==================== q_channel_device
Fig. 1: q_channel_device, sequential cells grouped by signal name
Other sequential cells in the stronger gray, the rest of the logic in the fainter gray.
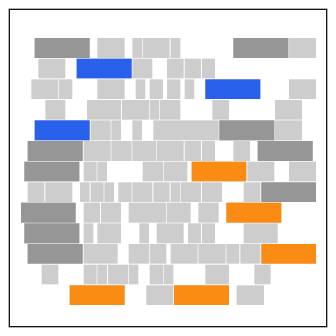

--- src/rtl/q_channel_device.sv ---
// Device-side Q-channel controller: quiesces the device on QREQn, then accepts
// (QACCEPTn low, device stopped) or denies (QDENY) the low-power request.
module q_channel_device #(
  parameter int IDLE_CYCLES  = 4,
  parameter int DENY_TIMEOUT = 16
) (
  input  logic       clk,
  input  logic       reset,
  input  logic       qreqn_sync,
  input  logic       busy,
  input  logic       wake,
  output logic       qacceptn,
  output logic       qdeny,
  output logic       qactive,
  output logic       dev_stopped,
  output logic       proto_err,
  output logic [2:0] state_o
);

  localparam int CW = $clog2(DENY_TIMEOUT + 1);
  localparam logic [CW-1:0] IDLE_LAST = CW'(IDLE_CYCLES - 1);
  localparam logic [CW-1:0] DENY_LAST = CW'(DENY_TIMEOUT - 1);

  typedef enum logic [2:0] {
    RUN      = 3'd0,
    REQUEST  = 3'd1,
    STOPPED  = 3'd2,
    EXIT     = 3'd3,
    DENIED   = 3'd4,
    CONTINUE = 3'd5
  } state_t;

  state_t        state_q, state_d;
  logic [CW-1:0] idle_cnt_q, idle_cnt_d;
  logic [CW-1:0] wait_cnt_q, wait_cnt_d;
  logic          qacceptn_q, qacceptn_d;
  logic          qdeny_q, qdeny_d;
  logic          qactive_q;
  logic          dev_stopped_q, dev_stopped_d;
  logic          proto_err_q, proto_err_d;
  logic          dev_quiet;

  // Next-state, counter and output decode; outputs follow the next state so
  // they change on the same edge as state_o.
  always_comb begin
    state_d     = state_q;
    idle_cnt_d  = idle_cnt_q;
    wait_cnt_d  = wait_cnt_q;
    proto_err_d = 1'b0;
    dev_quiet   = ~busy & ~wake;

    case (state_q)
      RUN: begin
        if (!qreqn_sync) begin
          state_d    = REQUEST;
          idle_cnt_d = '0;
          wait_cnt_d = '0;
        end else begin
          state_d = RUN;
        end
      end
      REQUEST: begin
        if (qreqn_sync) begin
          // Controller withdrew QREQn before we answered.
          state_d     = RUN;
          idle_cnt_d  = '0;
          wait_cnt_d  = '0;
          proto_err_d = 1'b1;
        end else begin
          wait_cnt_d = wait_cnt_q + CW'(1);
          if (dev_quiet) begin
            idle_cnt_d = idle_cnt_q + CW'(1);
          end else begin
            idle_cnt_d = '0;
          end
          if (dev_quiet && (idle_cnt_q == IDLE_LAST)) begin
            state_d = STOPPED;
          end else if (wait_cnt_q == DENY_LAST) begin
            state_d = DENIED;
          end else begin
            state_d = REQUEST;
          end
        end
      end
      STOPPED: begin
        if (qreqn_sync) begin
          state_d = EXIT;
        end else begin
          state_d = STOPPED;
        end
      end
      EXIT: begin
        state_d = RUN;
      end
      DENIED: begin
        if (qreqn_sync) begin
          state_d = CONTINUE;
        end else begin
          state_d = DENIED;
        end
      end
      CONTINUE: begin
        state_d = RUN;
      end
      default: begin
        state_d = RUN;
      end
    endcase

    qacceptn_d    = ~((state_d == STOPPED) || (state_d == EXIT));
    qdeny_d       = (state_d == DENIED) || (state_d == CONTINUE);
    dev_stopped_d = (state_d == STOPPED);
  end

  // State, counter and output registers with synchronous active-low reset.
  always_ff @(posedge clk) begin
    if (!reset) begin
      state_q       <= RUN;
      idle_cnt_q    <= '0;
      wait_cnt_q    <= '0;
      qacceptn_q    <= 1'b1;
      qdeny_q       <= 1'b0;
      qactive_q     <= 1'b0;
      dev_stopped_q <= 1'b0;
      proto_err_q   <= 1'b0;
    end else begin
      state_q       <= state_d;
      idle_cnt_q    <= idle_cnt_d;
      wait_cnt_q    <= wait_cnt_d;
      qacceptn_q    <= qacceptn_d;
      qdeny_q       <= qdeny_d;
      qactive_q     <= busy | wake;
      dev_stopped_q <= dev_stopped_d;
      proto_err_q   <= proto_err_d;
    end
  end

  assign qacceptn    = qacceptn_q;
  assign qdeny       = qdeny_q;
  assign qactive     = qactive_q;
  assign dev_stopped = dev_stopped_q;
  assign proto_err   = proto_err_q;
  assign state_o     = state_q;

endmodule

--- config.mk ---
export PLATFORM = sky130hd
export DESIGN_NAME = q_channel_device
export DESIGN_NICKNAME = d
export VERILOG_FILES = /design/src/rtl/q_channel_device.sv
export SDC_FILE = /design/constraint.sdc
export NUM_CORES = 1
export LEC_CHECK = 0
export ABC_CLOCK_PERIOD_IN_PS = 3100
export CORE_UTILIZATION = 55
export DETAILED_ROUTE_END_ITERATION = 7
export PLACE_DENSITY = 0.81
export SKIP_CTS_REPAIR_TIMING = 1
export SLEW_MARGIN = 5
export SYNTH_ARGS = -nofsm -noshare
export SYNTH_HDL_FRONTEND = slang
export SYNTH_SLANG_ARGS = --single-unit
export TNS_END_PERCENT = 100
--- constraint.sdc ---
create_clock -name clk -period 3.1 [get_ports clk]
set_input_delay 0.62 -clock clk [delete_from_list [all_inputs] [get_ports clk]]
set_output_delay 0.62 -clock clk [all_outputs]
set_load 0.03 [all_outputs]
==================== pipe_stage_ctrl_reg
<file path="config.mk">
export PLATFORM = sky130hd
export DESIGN_NAME = pipe_stage_ctrl_reg
export DESIGN_NICKNAME = d
export VERILOG_FILES = /design/src/rtl/pipe_reg_pkg.sv /design/src/rtl/sat_counter.sv /design/src/rtl/pipe_stage_ctrl_reg.sv
export SDC_FILE = /design/constraint.sdc
export NUM_CORES = 1
export LEC_CHECK = 0
export CORE_AREA = 3 3 224 226
export DETAILED_ROUTE_END_ITERATION = 12
export DIE_AREA = 0 0 227 229
export PLACE_DENSITY = 0.51
export SKIP_LAST_GASP = 1
export SLEW_MARGIN = 40
export SYNTH_ARGS = -nofsm -noshare
export SYNTH_HDL_FRONTEND = slang
export SYNTH_SLANG_ARGS = --single-unit
</file>
<file path="constraint.sdc">
create_clock -name clk -period 26.7 [get_ports clk]
set_input_delay 8.01 -clock clk [delete_from_list [all_inputs] [get_ports clk]]
set_output_delay 8.01 -clock clk [all_outputs]
set_load 0.01 [all_outputs]
</file>
<file path="src/rtl/pipe_reg_pkg.sv">
// Shared constants and helpers for the inter-stage pipeline registers.
package pipe_reg_pkg;

    localparam int DEF_WIDTH     = 256;
    localparam int DEF_PC_WIDTH  = 32;
    localparam int DEF_CNT_WIDTH = 16;
    localparam int MAX_WIDTH     = 1024;

    localparam bit PRIO_FLUSH = 1'b1;
    localparam bit PRIO_STALL = 1'b0;

    // Default keep-mask: ones over the PC field, zeros above it.
    function automatic logic [MAX_WIDTH-1:0] keep_pc_mask(input int width, input int pc_width);
        logic [MAX_WIDTH-1:0] m;
        m = '0;
        for (int i = 0; i < MAX_WIDTH; i++) begin
            if (i < width && i < pc_width) m[i] = 1'b1;
        end
        return m;
    endfunction

endpackage

</file>
<file path="src/rtl/sat_counter.sv">
// Falling-edge saturating up-counter with synchronous clear and async reset.
module sat_counter #(
    parameter int W = 16
) (
    input  logic         clk,
    input  logic         rst,
    input  logic         clr,
    input  logic         inc,
    output logic [W-1:0] q
);

    logic [W-1:0] cnt_q;
    logic [W-1:0] cnt_d;

    // Clear wins over the increment that lands on the same edge.
    always_comb begin
        cnt_d = cnt_q;
        if (clr) begin
            cnt_d = '0;
        end else if (inc && (cnt_q != {W{1'b1}})) begin
            cnt_d = cnt_q + 1'b1;
        end
    end

    always_ff @(negedge clk or posedge rst) begin
        if (rst) begin
            cnt_q <= '0;
        end else begin
            cnt_q <= cnt_d;
        end
    end

    assign q = cnt_q;

endmodule

</file>
<file path="src/rtl/pipe_stage_ctrl_reg.sv">
// Inter-stage pipeline register with valid bit, flush keep-mask, selectable
// stall/flush priority and saturating flush/stall counters. Captures on negedge.
module pipe_stage_ctrl_reg
    import pipe_reg_pkg::*;
#(
    parameter int             WIDTH            = DEF_WIDTH,
    parameter int             PC_WIDTH         = DEF_PC_WIDTH,
    parameter logic [WIDTH-1:0] KEEP_MASK      = WIDTH'(keep_pc_mask(WIDTH, PC_WIDTH)),
    parameter bit             FLUSH_OVER_STALL = PRIO_FLUSH,
    parameter int             CNT_WIDTH        = DEF_CNT_WIDTH
) (
    input  logic                 clk,
    input  logic                 rst,
    input  logic                 stall,
    input  logic                 flush,
    input  logic                 in_valid,
    input  logic [WIDTH-1:0]     in,
    input  logic                 clr_cnt,
    output logic [WIDTH-1:0]     out,
    output logic                 out_valid,
    output logic [PC_WIDTH-1:0]  out_pc,
    output logic [CNT_WIDTH-1:0] flush_cnt,
    output logic [CNT_WIDTH-1:0] stall_cnt
);

    logic             do_flush;
    logic             do_hold;
    logic [WIDTH-1:0] out_q;
    logic [WIDTH-1:0] out_d;
    logic             valid_q;
    logic             valid_d;

    // With stall priority a coincident flush is dropped; the controller re-issues it.
    assign do_flush = flush & (FLUSH_OVER_STALL | ~stall);
    assign do_hold  = stall & ~do_flush;

    always_comb begin
        out_d   = out_q;
        valid_d = valid_q;
        if (do_flush) begin
            out_d   = in & KEEP_MASK;
            valid_d = 1'b0;
        end else if (!do_hold) begin
            out_d   = in;
            valid_d = in_valid;
        end
    end

    always_ff @(negedge clk or posedge rst) begin
        if (rst) begin
            out_q   <= '0;
            valid_q <= 1'b0;
        end else begin
            out_q   <= out_d;
            valid_q <= valid_d;
        end
    end

    sat_counter #(.W(CNT_WIDTH)) u_flush_cnt (
        .clk (clk),
        .rst (rst),
        .clr (clr_cnt),
        .inc (do_flush),
        .q   (flush_cnt)
    );

    sat_counter #(.W(CNT_WIDTH)) u_stall_cnt (
        .clk (clk),
        .rst (rst),
        .clr (clr_cnt),
        .inc (do_hold),
        .q   (stall_cnt)
    );

    assign out       = out_q;
    assign out_valid = valid_q;
    assign out_pc    = out_q[PC_WIDTH-1:0];

endmodule

</file>
==================== serial_addsub_ctrl
$ cat config.mk
export PLATFORM = sky130hd
export DESIGN_NAME = serial_addsub_ctrl
export DESIGN_NICKNAME = d
export VERILOG_FILES = /design/src/rtl/serial_addsub_ctrl.sv
export SDC_FILE = /design/constraint.sdc
export NUM_CORES = 1
export LEC_CHECK = 0
export CAP_MARGIN = 30
export CORE_ASPECT_RATIO = 1.1
export CORE_UTILIZATION = 54
export DETAILED_ROUTE_END_ITERATION = 10
export PLACE_DENSITY = 0.92
export SYNTH_ARGS = -nofsm -noshare
export SYNTH_HDL_FRONTEND = slang
export SYNTH_SLANG_ARGS = --single-unit
export TNS_END_PERCENT = 100
$ cat constraint.sdc
create_clock -name clk -period 2.35 [get_ports clk]
set_input_delay 0.3525 -clock clk [delete_from_list [all_inputs] [get_ports clk]]
set_output_delay 0.3525 -clock clk [all_outputs]
set_load 0.02 [all_outputs]
$ cat src/rtl/serial_addsub_ctrl.sv
// Sequencer for a bit-serial add/subtract datapath, one full-adder bit per clock, LSB first.
// Latency: done pulses WIDTH clocks after the start-sampling edge; start-to-start >= WIDTH+2 clocks.
// Backpressure: none; start is only honoured in IDLE and is dropped (not queued) while busy.
module serial_addsub_ctrl #(
  parameter int WIDTH = 4,
  parameter int CW    = 3
) (
  input  logic             clk,
  input  logic             reset,
  input  logic             start,
  input  logic             sub,
  input  logic [WIDTH-1:0] A,
  input  logic [WIDTH-1:0] B,
  output logic             busy,
  output logic             done,
  output logic [WIDTH-1:0] sum,
  output logic             cout
);

  typedef enum logic [1:0] {
    IDLE  = 2'd0,
    SHIFT = 2'd1,
    DONE  = 2'd2
  } state_t;

  localparam logic [CW-1:0] CNT_LAST = CW'(WIDTH - 1);

  state_t           state;
  state_t           state_nxt;
  logic [CW-1:0]    cnt;
  logic [WIDTH-1:0] sa;
  logic [WIDTH-1:0] sb;
  logic [WIDTH-1:0] res;
  logic             carry;

  logic             load;
  logic             shift;
  logic             last;
  logic             bit_s;
  logic             bit_c;

  // Full adder on the current LSBs of the operand shift registers.
  assign bit_s = sa[0] ^ sb[0] ^ carry;
  assign bit_c = (sa[0] & sb[0]) | (sa[0] & carry) | (sb[0] & carry);
  assign last  = (cnt == CNT_LAST);

  always_ff @(posedge clk or negedge reset) begin
    if (!reset) begin
      state <= IDLE;
    end else begin
      state <= state_nxt;
    end
  end

  always_comb begin
    state_nxt = state;
    load      = 1'b0;
    shift     = 1'b0;
    busy      = 1'b0;
    done      = 1'b0;
    case (state)
      IDLE: begin
        if (start) begin
          load      = 1'b1;
          state_nxt = SHIFT;
        end
      end
      SHIFT: begin
        busy  = 1'b1;
        shift = 1'b1;
        if (last) begin
          state_nxt = DONE;
        end
      end
      DONE: begin
        busy      = 1'b1;
        done      = 1'b1;
        state_nxt = IDLE;
      end
      default: begin
        state_nxt = IDLE;
      end
    endcase
  end

  // Subtraction is A + ~B + 1: invert B at load and seed the carry with sub.
  always_ff @(posedge clk or negedge reset) begin
    if (!reset) begin
      sa    <= '0;
      sb    <= '0;
      res   <= '0;
      carry <= 1'b0;
      cnt   <= '0;
    end else if (load) begin
      sa    <= A;
      sb    <= sub ? ~B : B;
      carry <= sub;
      cnt   <= '0;
    end else if (shift) begin
      sa    <= {1'b0, sa[WIDTH-1:1]};
      sb    <= {1'b0, sb[WIDTH-1:1]};
      res   <= {bit_s, res[WIDTH-1:1]};
      carry <= bit_c;
      if (!last) begin
        cnt <= cnt + CW'(1);
      end
    end
  end

  // Published result only moves on the final bit, so it is stable across later operations.
  always_ff @(posedge clk or negedge reset) begin
    if (!reset) begin
      sum  <= '0;
      cout <= 1'b0;
    end else if (shift && last) begin
      sum  <= {bit_s, res[WIDTH-1:1]};
      cout <= bit_c;
    end
  end

endmodule

Fig. 2: serial_addsub_ctrl, clock distribution
The bar under the picture is 10 um long.
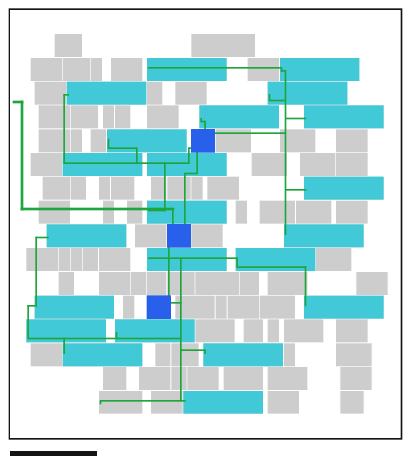
[blue] clock-net drivers | count: 3
[green] clock wires | length: 237 um
[cyan] flip-flops | count: 22
flops lie: widely spread
Worst Skew: 2.649 ps
Clk pwr share: 11.3%
clk pwr: 0.204 mW
worst skew pair latency: 300 ps

==> impl_metrics.env, serial_addsub_ctrl <==
# yosys + openroad results
export IMPL_clk_transition_reported_paths_ps=120
export IMPL_final_cells=135
export IMPL_cts_resized=0
export IMPL_hold_path_class="input port to asynchronous set/reset pin"
export IMPL_nClkBuffers=4
export IMPL_max_slew_margin_pct=74.79
export IMPL_ys_sh_xor_pct=4.046
export IMPL_port_buffers=18
export IMPL_dpl_worst_slack_ps=691.1
export IMPL_dpl_hpwl_um=1258
export IMPL_fmax_mhz=501.4
export IMPL_fa_ha_area_share_pct=8.786
export IMPL_tap_cells=27
export IMPL_top_power_group="combinational cells"
export IMPL_synthCells=88
export IMPL_cts_root_buffer="clkbuf_4"
export IMPL_synth_flops=22
export IMPL_syn_nets=107
export IMPL_synthMuxAreaShare_pct=16.76
export IMPL_cts_num_sinks=22
export IMPL_fillerInstances=132
export IMPL_sh_comb_area_pct=37.17
export IMPL_outcome="complete, no violations"
export IMPL_topCombFamilyByArea="multiplexers"
serial_addsub_ctrl: synthesized netlist by cell type:
master / number / area, um2
fa_1: 1 / 20.02
o21ai_1: 1 / 5.000
o22a_2: 1 / 10.01
mux2_1: 1 / 11.26
nand3b_1: 2 / 15.01
mux2i_1: 8 / 80.08
xnor2_1: 2 / 17.52
nor2b_1: 1 / 6.260
inv_1: 3 / 11.26
ha_1: 6 / 75.07
buf_2: 1 / 5.000
nand3_1: 1 / 5.000
xor2_1: 3 / 26.28
nor2_1: 8 / 30.03
mux2_2: 8 / 90.09
buf_6: 1 / 11.26
nor2b_4: 1 / 13.76
a221oi_1: 1 / 8.760
dfrtp_1: 22 / 550.5
nor2_2: 1 / 6.260
buf_4: 2 / 15.01
and2b_4: 1 / 10.01
a21oi_1: 9 / 45.04
nand2_1: 2 / 7.510
nand2_2: 1 / 6.260
serial_addsub_ctrl: worst max-delay path: cells and delay by family (launching register included):
family,cells,cell delay [ps]
DFF,1,390
adders and majority gates,1,270
buffers and inverters,2,680
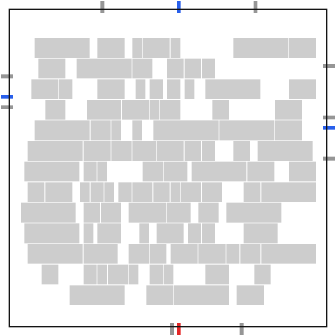
Fig. 3. Ports around the boundary (q_channel_device).
Pins as bars across the die edge, other pins in gray.
| color | port | pins | direction | edge |
|---|---|---|---|---|
| red | `wake` | 1 | input | bottom |
| blue | `state_o` | 3 | output | 1 top, 1 left, 1 right |
all pins by edge: 4 right, 3 bottom, 3 left, 3 top
Die Span Y: 41.74 um
I/O Buffers: 12
chip width: 41.74 um

Notes on Fig. 1 above:
| color | name in the netlist | placed flops |
|---|---|---|
| blue | `state_o` | 3 |
| orange | `idle_cnt_q` | 5 |

==> impl_metrics.env, q_channel_device <==
# yosys + openroad results
export IMPL_worst_setup_path_end_kind="output port"
export IMPL_worst_slack_ps=860.4
export IMPL_ys_seq_share_pct=41.50
export IMPL_critical_path_class="flop to output port"
export IMPL_synth_largest_area_cell="dfxtp_1"
export IMPL_drtIter0Drc=35
export IMPL_topCellsByArea="dfxtp_1 41%, ha_1 4.3%, nor2b_1 4.3%"
export IMPL_seq_cell_power_mw=0.238
export IMPL_wl_um=1604
export IMPL_ys_sh_xor_pct=1.009
export IMPL_outcome="complete, no violations"
export IMPL_powerDensity_nw_per_um2=421.7
export IMPL_dpl_worst_slack_ps=596.3
export IMPL_ant_nets=0
export IMPL_async_flop_share_pct=0
export IMPL_fa_ha_area_share_pct=4.323
export IMPL_diodes=0
export IMPL_topCombFamilyByArea="simple AND/OR/NAND/NOR gates"
export IMPL_clk_latency_ps=290
export IMPL_fp_utilization_pct=62.81
export IMPL_cts_buffers=3
export IMPL_yosys_cells=93
export IMPL_final_util_pct=72.58
export IMPL_top_cell="dfxtp_1"
export IMPL_switchingPower_mw=0.09829
export IMPL_top_power_group="registers"
export IMPL_start_kind="flop"
export IMPL_cts_root_buffer="clkbuf_4"
export IMPL_grt_ovfl_total=0
export IMPL_comb_area_um2=460.4
export IMPL_path_cells="clkdlybuf4s50_1"
export IMPL_grt_max_degree=21
export IMPL_dieArea_um2=1742
export IMPL_top_usage_layer="met2"
export IMPL_hold_path_class="flop to flop"
export IMPL_met3WireLength_um=58
export IMPL_aoi_share_pct=17.29
export IMPL_timing_hold_ws_ps=521.8
export IMPL_powerClk_mw=0.144
export IMPL_seqCellArea_um2=360.3
q_channel_device: kinds of logic (layout without fill, tap and decap cells):
kind of cell             Yosys count  count (layout)
AND/OR/NAND/NOR                   41              41
flip-flops                        18              18
AND-OR/OR-AND                     21              21
buffers and inverters              8              18
adder cells (fa/ha/maj)            3               3
XOR/XNOR                           1               1
multiplexers                       1               1
q_channel_device: tightest hold or removal path: cells and delay by family, from the launching register on:
kind / cells / cell delay, ps
flip-flops: 1 / 340
AND-OR/OR-AND: 2 / 140
q_channel_device: worst max-delay path by stage:
stage / start / endpoint / slack, ps / cells past startpoint
after CTS: state_o[2]$_SDFF_PN0_ / state_o[2] / 860 / 1
after floorplan: qreqn_sync / idle_cnt_q[4]$_SDFFE_PN0P_ / 1250 / 5
after global placement: qreqn_sync / idle_cnt_q[2]$_SDFFE_PN0P_ / 670 / 5
final: state_o[2]$_SDFF_PN0_ / state_o[2] / 860 / 1
after detailed placement: qreqn_sync / idle_cnt_q[4]$_SDFFE_PN0P_ / 600 / 5
after global routing: qreqn_sync / idle_cnt_q[3]$_SDFFE_PN0P_ / 770 / 5
Fig. 4: pipe_stage_ctrl_reg, ports around the boundary
Pins as bars across the die edge, other pins in gray.
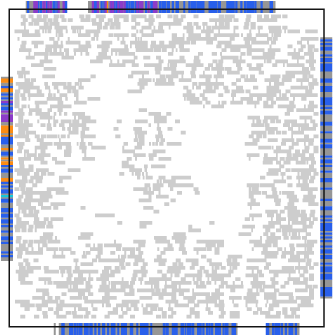
| color | port | pins | direction | edge |
|---|---|---|---|---|
| blue | `out` | 256 | output | 81 bottom, 74 top, 67 right, 34 left |
| purple | `out_pc` | 32 | output | 26 top, 6 left |
| orange | `stall_cnt` | 16 | output | 15 left, 1 top |
| cyan | `out_valid` | 1 | output | left |
all pins by edge: 179 top, 167 bottom, 139 right, 98 left
I/O Buffers: 582
Die Span Y: 229 um

Fig. 5: pipe_stage_ctrl_reg, clock distribution
The bar under the picture is 50 um long.
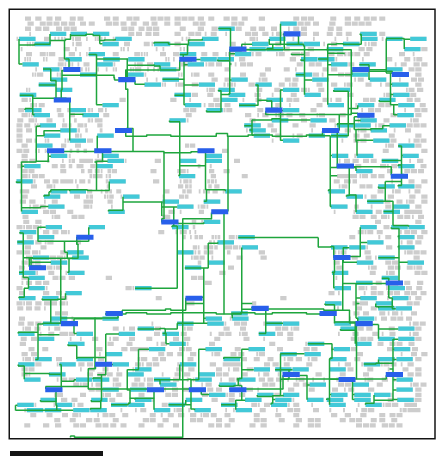
[blue] clock-net drivers | count: 37
[green] clock wires | length: 4740 um
[cyan] flip-flops | count: 289
flops lie: widely spread

==> impl_metrics.env, pipe_stage_ctrl_reg <==
# yosys + openroad results
export IMPL_synthCells=1069
export IMPL_synthMuxAreaShare_pct=18.93
export IMPL_die_w_um=227
export IMPL_use_met2_pct=26.61
export IMPL_top_cells_by_count="289 x dfrtn_1, 258 x nor2_1, 227 x mux2i_1"
export IMPL_syn_to_final_growth_pct=61.67
export IMPL_worst_setup_path_end_kind="output port"
export IMPL_powerDensity_nw_per_um2=58.21
export IMPL_start_kind="flop"
export IMPL_layout_top_cells="580 x clkdlybuf4s50_1, 289 x dfrtn_1, 258 x nor2_1"
export IMPL_cp_required_ps=18690
export IMPL_top_power_group="registers"
export IMPL_crit_arrival_ps=15120
export IMPL_outcome="complete, no violations"
export IMPL_edf_count=0
export IMPL_dieArea_um2=51980
export IMPL_ys_chip_area_um2=12070
export IMPL_internal_power_mw=0.8533
export IMPL_ioPinCount=583
export IMPL_cp_max_fo=6
export IMPL_clkPwrFrac_pct=41.7
export IMPL_final_cells=2257
export IMPL_seq_cell_power_mw=0.481
export IMPL_cts_num_sinks=289
export IMPL_r2r_setup_slack_ps=24600
export IMPL_switching_share_pct=24.85
export IMPL_dpl_hpwl_um=30630
export IMPL_comb_area_um2=4304
export IMPL_synth_flops=289
export IMPL_avgViaCountPerCell=4.254
export IMPL_grtUsageMet3_pct=6.306
export IMPL_power_frac_seq_pct=42.4
export IMPL_cts_resized=0
export IMPL_layout_drive_gt1_share_pct=4.543
export IMPL_topCellsByArea="dfrtn_1 60%, mux2i_1 19%, nor2_1 8.0%"
export IMPL_final_util_pct=40.18
## pipe_stage_ctrl_reg: path summary, 6_finish.rpt
| check | from | endpoint | depth (start not counted) |
|---|---|---|---|
| setup / recovery | u_flush_cnt.q[8]$_DFFE_NP0P_ | flush_cnt[8] | 1 |
| hold / removal | out[21]$_DFFE_NP0P_ | out[21]$_DFFE_NP0P_ | 2 |
| setup reg to reg | u_flush_cnt.q[0]$_DFFE_NP0P_ | u_flush_cnt.q[7]$_DFFE_NP0P_ | 6 |
| hold reg to reg | out[21]$_DFFE_NP0P_ | out[21]$_DFFE_NP0P_ | 2 |
| max in group asynchronous | rst | u_flush_cnt.q[10]$_DFFE_NP0P_ | 4 |
| min in group asynchronous | rst | out[225]$_DFFE_NP0P_ | 3 |
## pipe_stage_ctrl_reg: layout make-up
type,instances,area share (%)
Sequential cell,289,37.08
Timing Repair Buffer,594,30.90
Multi-Input combinational cell,680,22.07
Clock buffer,53,5.414
Tap cell,622,3.990
Clock inverter,9,0.3849
Inverter,4,0.09622
Antenna cell,6,0.07697

==> gallery <==
Wiring by layer.
(a)
The bar under the picture is 10 um long.
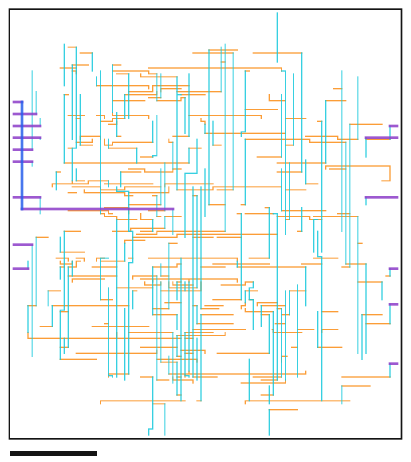
(b)
The bar under the picture is 10 um long.
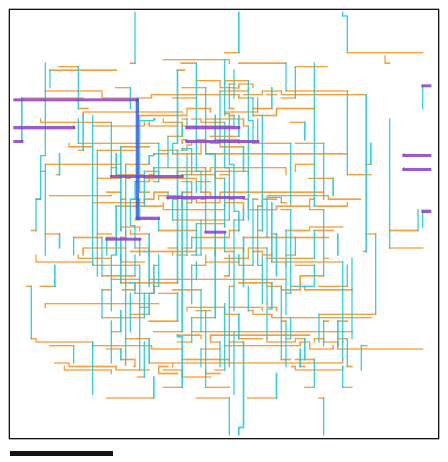
(c)
The bar under the picture is 50 um long.
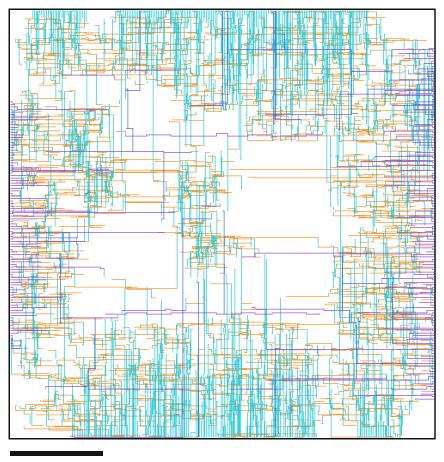
(b) -> q_channel_device
(c) -> pipe_stage_ctrl_reg
(a) -> serial_addsub_ctrl


==================== regfile_wb_arbiter_flat
Fig. 6: regfile_wb_arbiter_flat, ports around the boundary
Pins as bars across the die edge, other pins in gray.
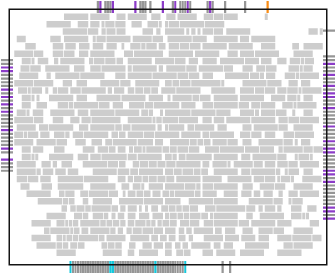

<file path="src/rtl/regfile_wb_arbiter_if.sv">
// rtl/regfile_wb_arbiter_if.sv - writeback sources and register file write port bundle
interface regfile_wb_arbiter_if;
    logic        ex_valid;
    logic [4:0]  ex_rd;
    logic [31:0] ex_data;
    logic        mem_valid;
    logic [4:0]  mem_rd;
    logic [31:0] mem_data;
    logic        mem_ready;
    logic        register_write_en;
    logic [4:0]  rd_address;
    logic [31:0] register_write_data;
    logic [31:0] pending_mask;
    logic        ex_stall;

    modport master (
        output ex_valid, ex_rd, ex_data, mem_valid, mem_rd, mem_data,
        input  mem_ready, register_write_en, rd_address, register_write_data,
               pending_mask, ex_stall
    );

    modport slave (
        input  ex_valid, ex_rd, ex_data, mem_valid, mem_rd, mem_data,
        output mem_ready, register_write_en, rd_address, register_write_data,
               pending_mask, ex_stall
    );
endinterface

</file>
<file path="src/rtl/regfile_wb_arbiter.sv">
// rtl/regfile_wb_arbiter.sv - register file write port arbiter; optional starvation guard via WB_ARB_STARVE_GUARD_EN
module regfile_wb_arbiter #(
    parameter int DEPTH        = 2,
    parameter int STARVE_LIMIT = 4
) (
    input  logic                 clk,
    input  logic                 rst,
    regfile_wb_arbiter_if.slave  bus
);
    localparam int AW = $clog2(DEPTH);
    localparam logic [AW:0] PTR_ONE = 1;

    logic [AW:0]      wr_ptr, rd_ptr;
    logic [4:0]       fifo_rd   [DEPTH];
    logic [31:0]      fifo_data [DEPTH];
    logic [DEPTH-1:0] fifo_live;

    logic [AW-1:0] head_idx, tail_idx;
    logic full, empty, head_live, starve;
    logic ex_take, ex_win, transfer, push, pop, grant_head;

    assign head_idx = rd_ptr[AW-1:0];
    assign tail_idx = wr_ptr[AW-1:0];
    assign empty    = (wr_ptr == rd_ptr);
    assign full     = (wr_ptr[AW] != rd_ptr[AW]) && (head_idx == tail_idx);
    assign head_live = !empty && fifo_live[head_idx];

    // A stalled execute request is not consumed: it neither writes, cancels nor blocks a load.
    assign ex_take    = bus.ex_valid && !starve;
    assign ex_win     = ex_take && (bus.ex_rd != 5'd0);
    assign transfer   = bus.mem_valid && !full;
    assign push       = transfer && (bus.mem_rd != 5'd0) && !(ex_take && bus.ex_rd == bus.mem_rd);
    assign grant_head = head_live && !ex_win;
    assign pop        = !empty && (!fifo_live[head_idx] || grant_head);

`ifdef WB_ARB_STARVE_GUARD_EN
    localparam int CW = $clog2(STARVE_LIMIT + 1);
    logic [CW-1:0] starve_cnt;

    always_ff @(posedge clk or negedge rst) begin
        if (!rst) begin
            starve_cnt <= '0;
        end else if (pop) begin
            starve_cnt <= '0;
        end else if (head_live && ex_win) begin
            starve_cnt <= starve_cnt + CW'(1);
        end
    end

    assign starve = head_live && (starve_cnt == CW'(STARVE_LIMIT));
`else
    assign starve = 1'b0;
`endif

    always_ff @(posedge clk or negedge rst) begin
        if (!rst) begin
            wr_ptr    <= '0;
            rd_ptr    <= '0;
            fifo_live <= '0;
            for (int i = 0; i < DEPTH; i++) begin
                fifo_rd[i]   <= 5'd0;
                fifo_data[i] <= 32'd0;
            end
        end else begin
            for (int i = 0; i < DEPTH; i++) begin
                if (ex_win && fifo_rd[i] == bus.ex_rd) begin
                    fifo_live[i] <= 1'b0;
                end
            end
            if (pop) begin
                fifo_live[head_idx] <= 1'b0;
                rd_ptr              <= rd_ptr + PTR_ONE;
            end
            if (push) begin
                fifo_rd[tail_idx]   <= bus.mem_rd;
                fifo_data[tail_idx] <= bus.mem_data;
                fifo_live[tail_idx] <= 1'b1;
                wr_ptr              <= wr_ptr + PTR_ONE;
            end
        end
    end

    always_comb begin
        bus.register_write_en   = 1'b0;
        bus.rd_address          = 5'd0;
        bus.register_write_data = 32'd0;
        if (rst) begin
            if (ex_win) begin
                bus.register_write_en   = 1'b1;
                bus.rd_address          = bus.ex_rd;
                bus.register_write_data = bus.ex_data;
            end else if (grant_head) begin
                bus.register_write_en   = 1'b1;
                bus.rd_address          = fifo_rd[head_idx];
                bus.register_write_data = fifo_data[head_idx];
            end
        end
    end

    always_comb begin
        bus.pending_mask = 32'd0;
        for (int i = 0; i < DEPTH; i++) begin
            if (fifo_live[i]) begin
                bus.pending_mask[fifo_rd[i]] = 1'b1;
            end
        end
        bus.pending_mask[0] = 1'b0;
    end

    assign bus.mem_ready = !full;
    assign bus.ex_stall  = starve;
endmodule

</file>
<file path="src/flat_wrapper.sv">
// flat-port wrapper written by rule: the top's interface ports become plain ports
module regfile_wb_arbiter_flat 
#(
    parameter int DEPTH        = 2,
    parameter int STARVE_LIMIT = 4
)
  (clk, rst, bus_ex_valid, bus_ex_rd, bus_ex_data, bus_mem_valid, bus_mem_rd, bus_mem_data, bus_mem_ready, bus_register_write_en, bus_rd_address, bus_register_write_data, bus_pending_mask, bus_ex_stall);
  regfile_wb_arbiter_if bus_i ();
  input  logic clk;
  input  logic rst;
  input wire logic [$bits(bus_i.ex_valid)-1:0] bus_ex_valid;
  input wire logic [$bits(bus_i.ex_rd)-1:0] bus_ex_rd;
  input wire logic [$bits(bus_i.ex_data)-1:0] bus_ex_data;
  input wire logic [$bits(bus_i.mem_valid)-1:0] bus_mem_valid;
  input wire logic [$bits(bus_i.mem_rd)-1:0] bus_mem_rd;
  input wire logic [$bits(bus_i.mem_data)-1:0] bus_mem_data;
  output wire logic [$bits(bus_i.mem_ready)-1:0] bus_mem_ready;
  output wire logic [$bits(bus_i.register_write_en)-1:0] bus_register_write_en;
  output wire logic [$bits(bus_i.rd_address)-1:0] bus_rd_address;
  output wire logic [$bits(bus_i.register_write_data)-1:0] bus_register_write_data;
  output wire logic [$bits(bus_i.pending_mask)-1:0] bus_pending_mask;
  output wire logic [$bits(bus_i.ex_stall)-1:0] bus_ex_stall;
  assign bus_i.ex_valid = bus_ex_valid;
  assign bus_i.ex_rd = bus_ex_rd;
  assign bus_i.ex_data = bus_ex_data;
  assign bus_i.mem_valid = bus_mem_valid;
  assign bus_i.mem_rd = bus_mem_rd;
  assign bus_i.mem_data = bus_mem_data;
  assign bus_mem_ready = bus_i.mem_ready;
  assign bus_register_write_en = bus_i.register_write_en;
  assign bus_rd_address = bus_i.rd_address;
  assign bus_register_write_data = bus_i.register_write_data;
  assign bus_pending_mask = bus_i.pending_mask;
  assign bus_ex_stall = bus_i.ex_stall;
  regfile_wb_arbiter #(.DEPTH(DEPTH), .STARVE_LIMIT(STARVE_LIMIT)) u_core (.clk(clk), .rst(rst), .bus(bus_i));
endmodule
</file>
<file path="config.mk">
export PLATFORM = sky130hd
export DESIGN_NAME = regfile_wb_arbiter_flat
export DESIGN_NICKNAME = d
export VERILOG_FILES = /design/src/rtl/regfile_wb_arbiter_if.sv /design/src/rtl/regfile_wb_arbiter.sv /design/src/flat_wrapper.sv
export SDC_FILE = /design/constraint.sdc
export NUM_CORES = 1
export LEC_CHECK = 0
export CAP_MARGIN = 5
export CORE_ASPECT_RATIO = 0.8
export CORE_UTILIZATION = 48
export DETAILED_ROUTE_END_ITERATION = 8
export MAX_ROUTING_LAYER = met4
export PLACE_DENSITY = 0.77
export SYNTH_ARGS = -nofsm -noshare
export SYNTH_HDL_FRONTEND = slang
export SYNTH_SLANG_ARGS = --single-unit
</file>
<file path="constraint.sdc">
create_clock -name clk -period 2.2 [get_ports clk]
set_input_delay 0.22 -clock clk [delete_from_list [all_inputs] [get_ports clk]]
set_output_delay 0.22 -clock clk [all_outputs]
set_load 0.05 [all_outputs]
</file>
==================== reg_scoreboard_flat
File: src/rtl/reg_scoreboard_pkg.sv
// Shared definitions for the register scoreboard: default geometry, the
// fwd_sel encodings and the width helpers for the per-port select bus.
package reg_scoreboard_pkg;

    localparam int unsigned NUM_RD_DEF     = 2;
    localparam int unsigned DEPTH_DEF      = 3;
    localparam int unsigned ADDR_W_DEF     = 5;
    localparam int unsigned LOAD_STAGE_DEF = 1;

    // fwd_sel value meaning "take the operand from the register file";
    // value s+1 means "forward from tracked stage s".
    localparam int unsigned FWD_RF = 0;

    function automatic int unsigned sel_width(input int unsigned depth);
        return $clog2(depth + 1);
    endfunction

    function automatic int unsigned sel_bus_width(input int unsigned num_rd, input int unsigned depth);
        return num_rd * sel_width(depth);
    endfunction

endpackage

File: src/rtl/reg_scoreboard_if.sv
// ID-stage hazard query bus: operand/destination info in, forwarding selects
// and the ID stall out. The ID stage is the master, the scoreboard the slave.
interface reg_scoreboard_if
    import reg_scoreboard_pkg::*;
#(
    parameter int unsigned NUM_RD = NUM_RD_DEF,
    parameter int unsigned DEPTH  = DEPTH_DEF,
    parameter int unsigned ADDR_W = ADDR_W_DEF
);
    logic                                    stall_in;
    logic                                    flush;
    logic                                    id_valid;
    logic [NUM_RD-1:0]                       reg_read_en;
    logic [NUM_RD*ADDR_W-1:0]                reg_read_addr;
    logic                                    reg_write_en;
    logic [ADDR_W-1:0]                       reg_write_addr;
    logic                                    is_load;
    logic                                    cp_read_en;
    logic [ADDR_W-1:0]                       cp_read_addr;
    logic                                    cp_write_en;
    logic [ADDR_W-1:0]                       cp_write_addr;
    logic [sel_bus_width(NUM_RD, DEPTH)-1:0] fwd_sel;
    logic                                    id_stall;

    modport master (
        output stall_in, flush, id_valid, reg_read_en, reg_read_addr,
               reg_write_en, reg_write_addr, is_load,
               cp_read_en, cp_read_addr, cp_write_en, cp_write_addr,
        input  fwd_sel, id_stall
    );

    modport slave (
        input  stall_in, flush, id_valid, reg_read_en, reg_read_addr,
               reg_write_en, reg_write_addr, is_load,
               cp_read_en, cp_read_addr, cp_write_en, cp_write_addr,
        output fwd_sel, id_stall
    );

endinterface

File: src/rtl/reg_scoreboard_match.sv
// One read port checked against the tracked entries: the youngest matching
// producer either forwards (result ready) or forces a stall.
module reg_sb_match
    import reg_scoreboard_pkg::*;
#(
    parameter int unsigned DEPTH  = DEPTH_DEF,
    parameter int unsigned ADDR_W = ADDR_W_DEF,
    parameter int unsigned SEL_W  = sel_width(DEPTH_DEF)
) (
    input  logic                    en,
    input  logic [ADDR_W-1:0]       addr,
    input  logic [DEPTH-1:0]        ent_valid,
    input  logic [DEPTH*ADDR_W-1:0] ent_addr,
    input  logic [DEPTH*SEL_W-1:0]  ent_rdy,
    output logic [SEL_W-1:0]        fwd_sel,
    output logic                    stall
);
    logic             hit;
    logic [SEL_W-1:0] hit_idx;
    logic [SEL_W-1:0] hit_rdy;

    // Stage 0 is the youngest, so the first match in ascending order wins.
    always_comb begin
        hit     = 1'b0;
        hit_idx = '0;
        hit_rdy = '0;
        for (int unsigned s = 0; s < DEPTH; s++) begin
            if (!hit && ent_valid[s] && (ent_addr[s*ADDR_W +: ADDR_W] == addr)) begin
                hit     = 1'b1;
                hit_idx = SEL_W'(s);
                hit_rdy = ent_rdy[s*SEL_W +: SEL_W];
            end
        end
    end

    always_comb begin
        fwd_sel = SEL_W'(FWD_RF);
        stall   = 1'b0;
        if (en && (addr != '0) && hit) begin
            if (hit_idx >= hit_rdy) begin
                fwd_sel = hit_idx + SEL_W'(1);
            end else begin
                stall = 1'b1;
            end
        end
    end

endmodule

File: src/rtl/reg_scoreboard.sv
// ID-stage hazard tracker: shift pipeline of in-flight GPR writes mirroring EX..WB,
// per-port forwarding select and ID stall. Define REG_SCOREBOARD_CP0_EN for mtc0->mfc0 interlock.
module reg_scoreboard
    import reg_scoreboard_pkg::*;
#(
    parameter int unsigned NUM_RD     = NUM_RD_DEF,
    parameter int unsigned DEPTH      = DEPTH_DEF,
    parameter int unsigned ADDR_W     = ADDR_W_DEF,
    parameter int unsigned LOAD_STAGE = LOAD_STAGE_DEF
) (
    input logic           clk,
    input logic           rst,
    reg_scoreboard_if.slave sb
);
    localparam int unsigned SEL_W = sel_width(DEPTH);

    logic [DEPTH-1:0]        gpr_valid_q;
    logic [ADDR_W-1:0]       gpr_addr_q [DEPTH];
    logic [SEL_W-1:0]        gpr_rdy_q  [DEPTH];
    logic [DEPTH*ADDR_W-1:0] gpr_addr_flat;
    logic [DEPTH*SEL_W-1:0]  gpr_rdy_flat;
    logic [NUM_RD-1:0]       port_stall;
    logic [NUM_RD*SEL_W-1:0] fwd_sel_flat;
    logic                    cp_stall;
    logic                    id_stall;
    logic                    advance;
    logic                    gpr_load;

    assign advance  = ~sb.stall_in;
    assign gpr_load = sb.id_valid & sb.reg_write_en & ~id_stall & (sb.reg_write_addr != '0);

    always_ff @(posedge clk) begin
        if (rst || sb.flush) begin
            gpr_valid_q <= '0;
        end else if (advance) begin
            gpr_valid_q[0] <= gpr_load;
            for (int unsigned s = 1; s < DEPTH; s++) begin
                gpr_valid_q[s] <= gpr_valid_q[s-1];
            end
        end
    end

    // Payload needs no reset: it is only ever observed through the valid bits.
    always_ff @(posedge clk) begin
        if (advance) begin
            gpr_addr_q[0] <= sb.reg_write_addr;
            gpr_rdy_q[0]  <= sb.is_load ? SEL_W'(LOAD_STAGE) : '0;
            for (int unsigned s = 1; s < DEPTH; s++) begin
                gpr_addr_q[s] <= gpr_addr_q[s-1];
                gpr_rdy_q[s]  <= gpr_rdy_q[s-1];
            end
        end
    end

    always_comb begin
        gpr_addr_flat = '0;
        gpr_rdy_flat  = '0;
        for (int unsigned s = 0; s < DEPTH; s++) begin
            gpr_addr_flat[s*ADDR_W +: ADDR_W] = gpr_addr_q[s];
            gpr_rdy_flat[s*SEL_W +: SEL_W]    = gpr_rdy_q[s];
        end
    end

    for (genvar p = 0; p < NUM_RD; p++) begin : g_port
        reg_sb_match #(
            .DEPTH  (DEPTH),
            .ADDR_W (ADDR_W),
            .SEL_W  (SEL_W)
        ) u_match (
            .en        (sb.reg_read_en[p]),
            .addr      (sb.reg_read_addr[p*ADDR_W +: ADDR_W]),
            .ent_valid (gpr_valid_q),
            .ent_addr  (gpr_addr_flat),
            .ent_rdy   (gpr_rdy_flat),
            .fwd_sel   (fwd_sel_flat[p*SEL_W +: SEL_W]),
            .stall     (port_stall[p])
        );
    end

`ifdef REG_SCOREBOARD_CP0_EN
    logic [DEPTH-1:0]  cp_valid_q;
    logic [ADDR_W-1:0] cp_addr_q [DEPTH];
    logic              cp_load;

    assign cp_load = sb.id_valid & sb.cp_write_en & ~id_stall;

    always_ff @(posedge clk) begin
        if (rst || sb.flush) begin
            cp_valid_q <= '0;
        end else if (advance) begin
            cp_valid_q[0] <= cp_load;
            for (int unsigned s = 1; s < DEPTH; s++) begin
                cp_valid_q[s] <= cp_valid_q[s-1];
            end
        end
    end

    always_ff @(posedge clk) begin
        if (advance) begin
            cp_addr_q[0] <= sb.cp_write_addr;
            for (int unsigned s = 1; s < DEPTH; s++) begin
                cp_addr_q[s] <= cp_addr_q[s-1];
            end
        end
    end

    // No CP0 forwarding path: mfc0 waits until every matching mtc0 has retired.
    always_comb begin
        cp_stall = 1'b0;
        for (int unsigned s = 0; s < DEPTH; s++) begin
            if (cp_valid_q[s] && (cp_addr_q[s] == sb.cp_read_addr)) begin
                cp_stall = sb.cp_read_en;
            end
        end
    end
`else
    logic cp_unused;

    assign cp_stall  = 1'b0;
    assign cp_unused = ^{sb.cp_read_en, sb.cp_read_addr, sb.cp_write_en, sb.cp_write_addr};
`endif

    assign id_stall    = sb.id_valid & ((|port_stall) | cp_stall);
    assign sb.id_stall = id_stall;
    assign sb.fwd_sel  = fwd_sel_flat;

endmodule

File: src/flat_wrapper.sv
// flat-port wrapper written by rule: the top's interface ports become plain ports
module reg_scoreboard_flat import reg_scoreboard_pkg::*;
#(
    parameter int unsigned NUM_RD     = NUM_RD_DEF,
    parameter int unsigned DEPTH      = DEPTH_DEF,
    parameter int unsigned ADDR_W     = ADDR_W_DEF,
    parameter int unsigned LOAD_STAGE = LOAD_STAGE_DEF
)
  (clk, rst, sb_stall_in, sb_flush, sb_id_valid, sb_reg_read_en, sb_reg_read_addr, sb_reg_write_en, sb_reg_write_addr, sb_is_load, sb_cp_read_en, sb_cp_read_addr, sb_cp_write_en, sb_cp_write_addr, sb_fwd_sel, sb_id_stall);
  reg_scoreboard_if #(.NUM_RD(NUM_RD), .DEPTH(DEPTH), .ADDR_W(ADDR_W)) sb_i ();
  input logic clk;
  input logic rst;
  input wire logic [$bits(sb_i.stall_in)-1:0] sb_stall_in;
  input wire logic [$bits(sb_i.flush)-1:0] sb_flush;
  input wire logic [$bits(sb_i.id_valid)-1:0] sb_id_valid;
  input wire logic [$bits(sb_i.reg_read_en)-1:0] sb_reg_read_en;
  input wire logic [$bits(sb_i.reg_read_addr)-1:0] sb_reg_read_addr;
  input wire logic [$bits(sb_i.reg_write_en)-1:0] sb_reg_write_en;
  input wire logic [$bits(sb_i.reg_write_addr)-1:0] sb_reg_write_addr;
  input wire logic [$bits(sb_i.is_load)-1:0] sb_is_load;
  input wire logic [$bits(sb_i.cp_read_en)-1:0] sb_cp_read_en;
  input wire logic [$bits(sb_i.cp_read_addr)-1:0] sb_cp_read_addr;
  input wire logic [$bits(sb_i.cp_write_en)-1:0] sb_cp_write_en;
  input wire logic [$bits(sb_i.cp_write_addr)-1:0] sb_cp_write_addr;
  output wire logic [$bits(sb_i.fwd_sel)-1:0] sb_fwd_sel;
  output wire logic [$bits(sb_i.id_stall)-1:0] sb_id_stall;
  assign sb_i.stall_in = sb_stall_in;
  assign sb_i.flush = sb_flush;
  assign sb_i.id_valid = sb_id_valid;
  assign sb_i.reg_read_en = sb_reg_read_en;
  assign sb_i.reg_read_addr = sb_reg_read_addr;
  assign sb_i.reg_write_en = sb_reg_write_en;
  assign sb_i.reg_write_addr = sb_reg_write_addr;
  assign sb_i.is_load = sb_is_load;
  assign sb_i.cp_read_en = sb_cp_read_en;
  assign sb_i.cp_read_addr = sb_cp_read_addr;
  assign sb_i.cp_write_en = sb_cp_write_en;
  assign sb_i.cp_write_addr = sb_cp_write_addr;
  assign sb_fwd_sel = sb_i.fwd_sel;
  assign sb_id_stall = sb_i.id_stall;
  reg_scoreboard #(.NUM_RD(NUM_RD), .DEPTH(DEPTH), .ADDR_W(ADDR_W), .LOAD_STAGE(LOAD_STAGE)) u_core (.clk(clk), .rst(rst), .sb(sb_i));
endmodule
File: config.mk
export PLATFORM = sky130hd
export DESIGN_NAME = reg_scoreboard_flat
export DESIGN_NICKNAME = d
export VERILOG_FILES = /design/src/rtl/reg_scoreboard_pkg.sv /design/src/rtl/reg_scoreboard_if.sv /design/src/rtl/reg_scoreboard_match.sv /design/src/rtl/reg_scoreboard.sv /design/src/flat_wrapper.sv
export SDC_FILE = /design/constraint.sdc
export NUM_CORES = 1
export LEC_CHECK = 0
export ABC_AREA = 0
export CAP_MARGIN = 20
export CORE_MARGIN = 2
export CORE_UTILIZATION = 50
export CTS_BUF_LIST = sky130_fd_sc_hd__clkbuf_4 sky130_fd_sc_hd__clkbuf_8 sky130_fd_sc_hd__clkbuf_16
export DETAILED_ROUTE_END_ITERATION = 10
export HOLD_SLACK_MARGIN = 0.08
export PLACE_DENSITY = 0.93
export RECOVER_POWER = 100
export SLEW_MARGIN = 15
export SYNTH_ARGS = -nofsm -noshare
export SYNTH_HDL_FRONTEND = slang
export SYNTH_HIERARCHICAL = 1
export SYNTH_SLANG_ARGS = --single-unit
File: constraint.sdc
create_clock -name clk -period 8.3 [get_ports clk]
set_clock_uncertainty 0.1 [all_clocks]
set_input_delay 2.075 -clock clk [delete_from_list [all_inputs] [get_ports clk]]
set_output_delay 2.075 -clock clk [all_outputs]
set_load 0.02 [all_outputs]

==> layout pictures side by side <==
Clock distribution.
The bar under the picture is 20 um long.
shot_01.png
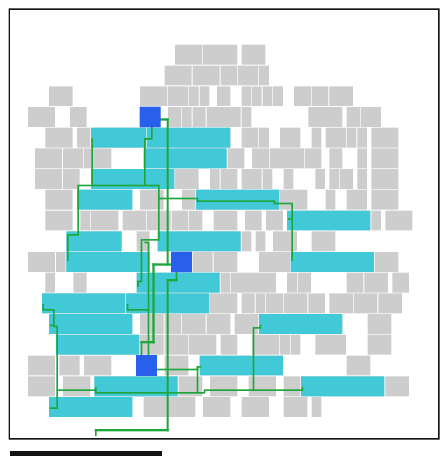
shot_02.png
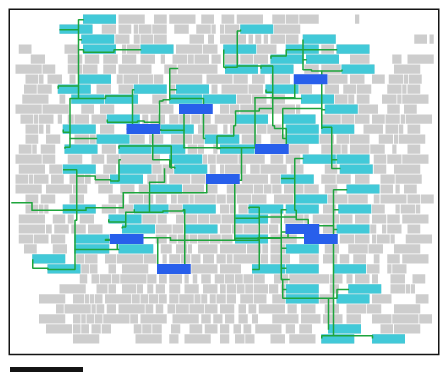
shot_02.png is regfile_wb_arbiter_flat.
shot_01.png is reg_scoreboard_flat.

Fig. 7: regfile_wb_arbiter_flat, sequential cells grouped by signal name
Other sequential cells in the stronger gray, the rest of the logic in the fainter gray.
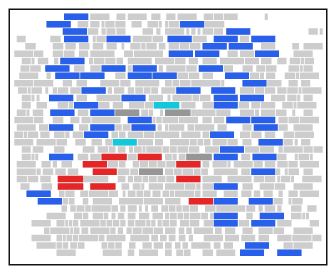
| color | name in the netlist | placed flops |
|---|---|---|
| blue | `u_core.fifo_data` | 64 |
| red | `u_core.fifo_rd` | 10 |
| cyan | `u_core.wr_ptr` | 2 |
not colored: 4

Notes on Fig. 6 above:
| color | port | pins | direction | edge |
|---|---|---|---|---|
| purple | `bus_ex_data` | 32 | input | 16 right, 9 left, 7 top |
| orange | `bus_ex_stall` | 1 | output | top |
| cyan | `bus_mem_rd` | 5 | input | bottom |
I/O Buffers: 147
chip width: 116.5 um

==> impl_metrics.env, regfile_wb_arbiter_flat <==
# yosys + openroad results
export IMPL_cts_buffers=9
export IMPL_crit_arrival_ps=1980
export IMPL_r2r_setup_slack_ps=240
export IMPL_p_leak_nw=3.315
export IMPL_final_cells=763
export IMPL_cts_root_buffer="clkbuf_16"
export IMPL_setup_tns_ps=-1.799
export IMPL_timing_hold_ws_ps=344.1
export IMPL_inverters_excl_clock=2
export IMPL_h_tree_depth=3
export IMPL_critical_path_class="input port to output port"
export IMPL_dpl_hpwl_um=10410
export IMPL_seqCellArea_um2=2011
export IMPL_outcome="finished with violations"
export IMPL_tap_cells=140
export IMPL_layout_top_cells="83 x mux2_2, 73 x dfrtp_1, 72 x clkdlybuf4s50_1"
export IMPL_synth_largest_area_cell="dfrtp_1"
export IMPL_final_setup_viol_count=1
export IMPL_worst_slack_ps=-1.799
export IMPL_row_count=33
export IMPL_vdd_drop_max_mv=0.8237
export IMPL_finalCritPeriodShare_pct=100.1
export IMPL_synth_avg_cell_area_um2=11.05
export IMPL_cap_violations=0
export IMPL_timing_rr_end="u_core.fifo_data[10]$_DFFE_PN0P_"
export IMPL_place_inst=735
export IMPL_violations="negative setup slack"
export IMPL_syn_area_um2=5037
-- regfile_wb_arbiter_flat: layer usage --
metal	track usage (%)	up-vias	share of wire, %
met5	-	-	0
met4	9.599	0	3.5
met3	8.101	61	8.0
met2	47.09	232	48
met1	37.04	2238	40
li1	-	1973	-
-- regfile_wb_arbiter_flat: report_power, final --
part | total, mW | switching, mW | internal, mW
Combinational | 7.56 | 3.69 | 3.87
Clock | 1.82 | 0.597 | 1.23
Sequential | 3.00 | 0.734 | 2.26
Total | 12.4 | 5.02 | 7.36
-- regfile_wb_arbiter_flat: state kept, by name (all words and copies together) (netlist names) --
register,cells
u_core.fifo_live,2
u_core.fifo_data,64
u_core.wr_ptr,2
u_core.fifo_rd,10
u_core.rd_ptr,2
-- regfile_wb_arbiter_flat: logic make-up after synthesis --
group | share of synthesized area [%]
muxes | 27.00
and+or+nand+nor | 11.23
AOI/OAI and AO/OA | 12.64
DFF | 39.74
buffers and inverters | 5.514
xor gates and xnor gates | 3.800
other | 0.07444
-- regfile_wb_arbiter_flat: worst max-delay path, cell delays in order --
cell and delay [ps]:
clkdlybuf4s15_1 180, or4_4 540, o21ai_4 190, buf_12 170, buf_6 150, nand3_1 130, a21boi_2 230, buf_12 160
Fig. 8: reg_scoreboard_flat, wiring by layer
The bar under the picture is 20 um long.
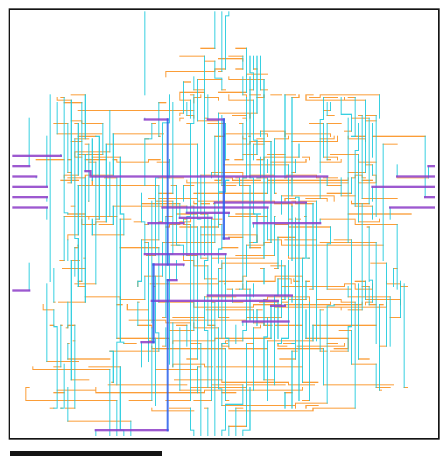
| color | layer | wire length |
|---|---|---|
| blue | M4 | 64.6 um |
| purple | M3 | 196 um |
| cyan | M2 | 1850 um |
| orange | M1 | 1250 um |
vias: 1135
drt total wl: 3354 um
GRT Util Overall: 23.32%

==> impl_metrics.env, reg_scoreboard_flat <==
# yosys + openroad results
export IMPL_cp_max_fo=7
export IMPL_layout_drive_gt1_share_pct=4.734
export IMPL_ant_nets=0
export IMPL_diodes=0
export IMPL_rr_worst_depth=13
export IMPL_sh_seq_area_pct=34.91
export IMPL_powerClk_mw=0.0504
export IMPL_logic_gate_count=109
export IMPL_synth_avg_cell_area_um2=10.32
export IMPL_grt_ovfl_total=0
export IMPL_p_leak_nw=0.6377
export IMPL_ys_sh_xor_pct=15.43
export IMPL_top_cell="xor2_1"
export IMPL_syn_to_final_growth_pct=26.26
export IMPL_worst_slack_ps=491.9
export IMPL_worstHoldEndpoint="u_core/gpr_addr_q[0][14]$_DFFE_PN_"
export IMPL_dpl_hpwl_um=2702
export IMPL_grt_pass1_vias=1160
export IMPL_ys_chip_area_um2=1363
export IMPL_cap_violations=0
export IMPL_top_cell_area_share_pct=39.67
export IMPL_outcome="complete, no violations"
export IMPL_hold_path_class="flop to flop"
export IMPL_fa_ha_area_share_pct=3.673
export IMPL_final_clk_cell_share_pct=1.600
export IMPL_synthMuxAreaShare_pct=1.469
export IMPL_cts_buffers=3
export IMPL_worst_setup_path_end_kind="output port"
export IMPL_clkPwrFrac_pct=23.5
-- reg_scoreboard_flat: worst max-delay path: cells and delay by family --
| kind | cells | cell delay [ps] |
|---|---|---|
| xor gates and xnor gates | 1 | 210 |
| AOI/OAI and AO/OA | 6 | 1210 |
| and+or+nand+nor | 3 | 590 |
| adders and majority gates | 1 | 280 |
| buffers and inverters | 2 | 1250 |
-- reg_scoreboard_flat: per-layer routing --
| metal | up-vias | part of all wire [%] | track usage [%] |
|---|---|---|---|
| met5 | - | 0 | 0 |
| met4 | 0 | 1.9 | 11.56 |
| met3 | 8 | 5.8 | 3.953 |
| met2 | 43 | 55 | 41.51 |
| met1 | 530 | 37 | 26.66 |
| li1 | 554 | - | - |
-- reg_scoreboard_flat: through the flow --
stage | cell area, um2 | std cells | utilization (%)
final | 1720 | 199 | 68.20
after global routing | 1720 | 199 | 68.20
after CTS | 1727 | 199 | 68.45
after detailed placement | 1699 | 195 | 67.36
after global placement | 1699 | 195 | 67.36
after floorplan | 1381 | 137 | -
-- reg_scoreboard_flat: registers in the layout, indices dropped and copies added, names as in the netlist --
register and cells:
u_core/gpr_rdy_q 3, u_core/gpr_valid_q 3, u_core/gpr_addr_q 15


==> gallery <==
Sequential cells grouped by signal name.
Other sequential cells in the stronger gray, the rest of the logic in the fainter gray.
Plate I
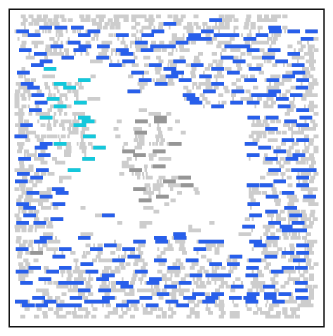
Plate II
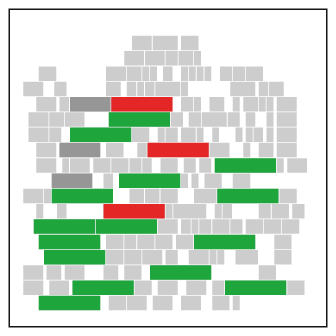
Plate III
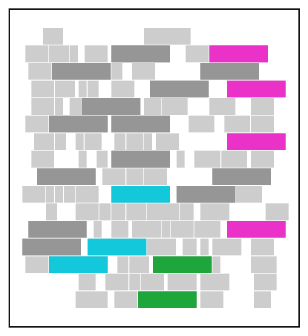
Of these, most cells: Plate I
Of these, fewest cells: Plate III
serial_addsub_ctrl is Plate III.
pipe_stage_ctrl_reg is Plate I.
reg_scoreboard_flat is Plate II.

Key to Plate III:
| color | name in the netlist | placed flops |
|---|---|---|
| magenta | `sum` | 4 |
| cyan | `cnt` | 3 |
| green | `state` | 2 |
not colored: 13

No activity file was given, so power comes from the tool's default toggle rates.
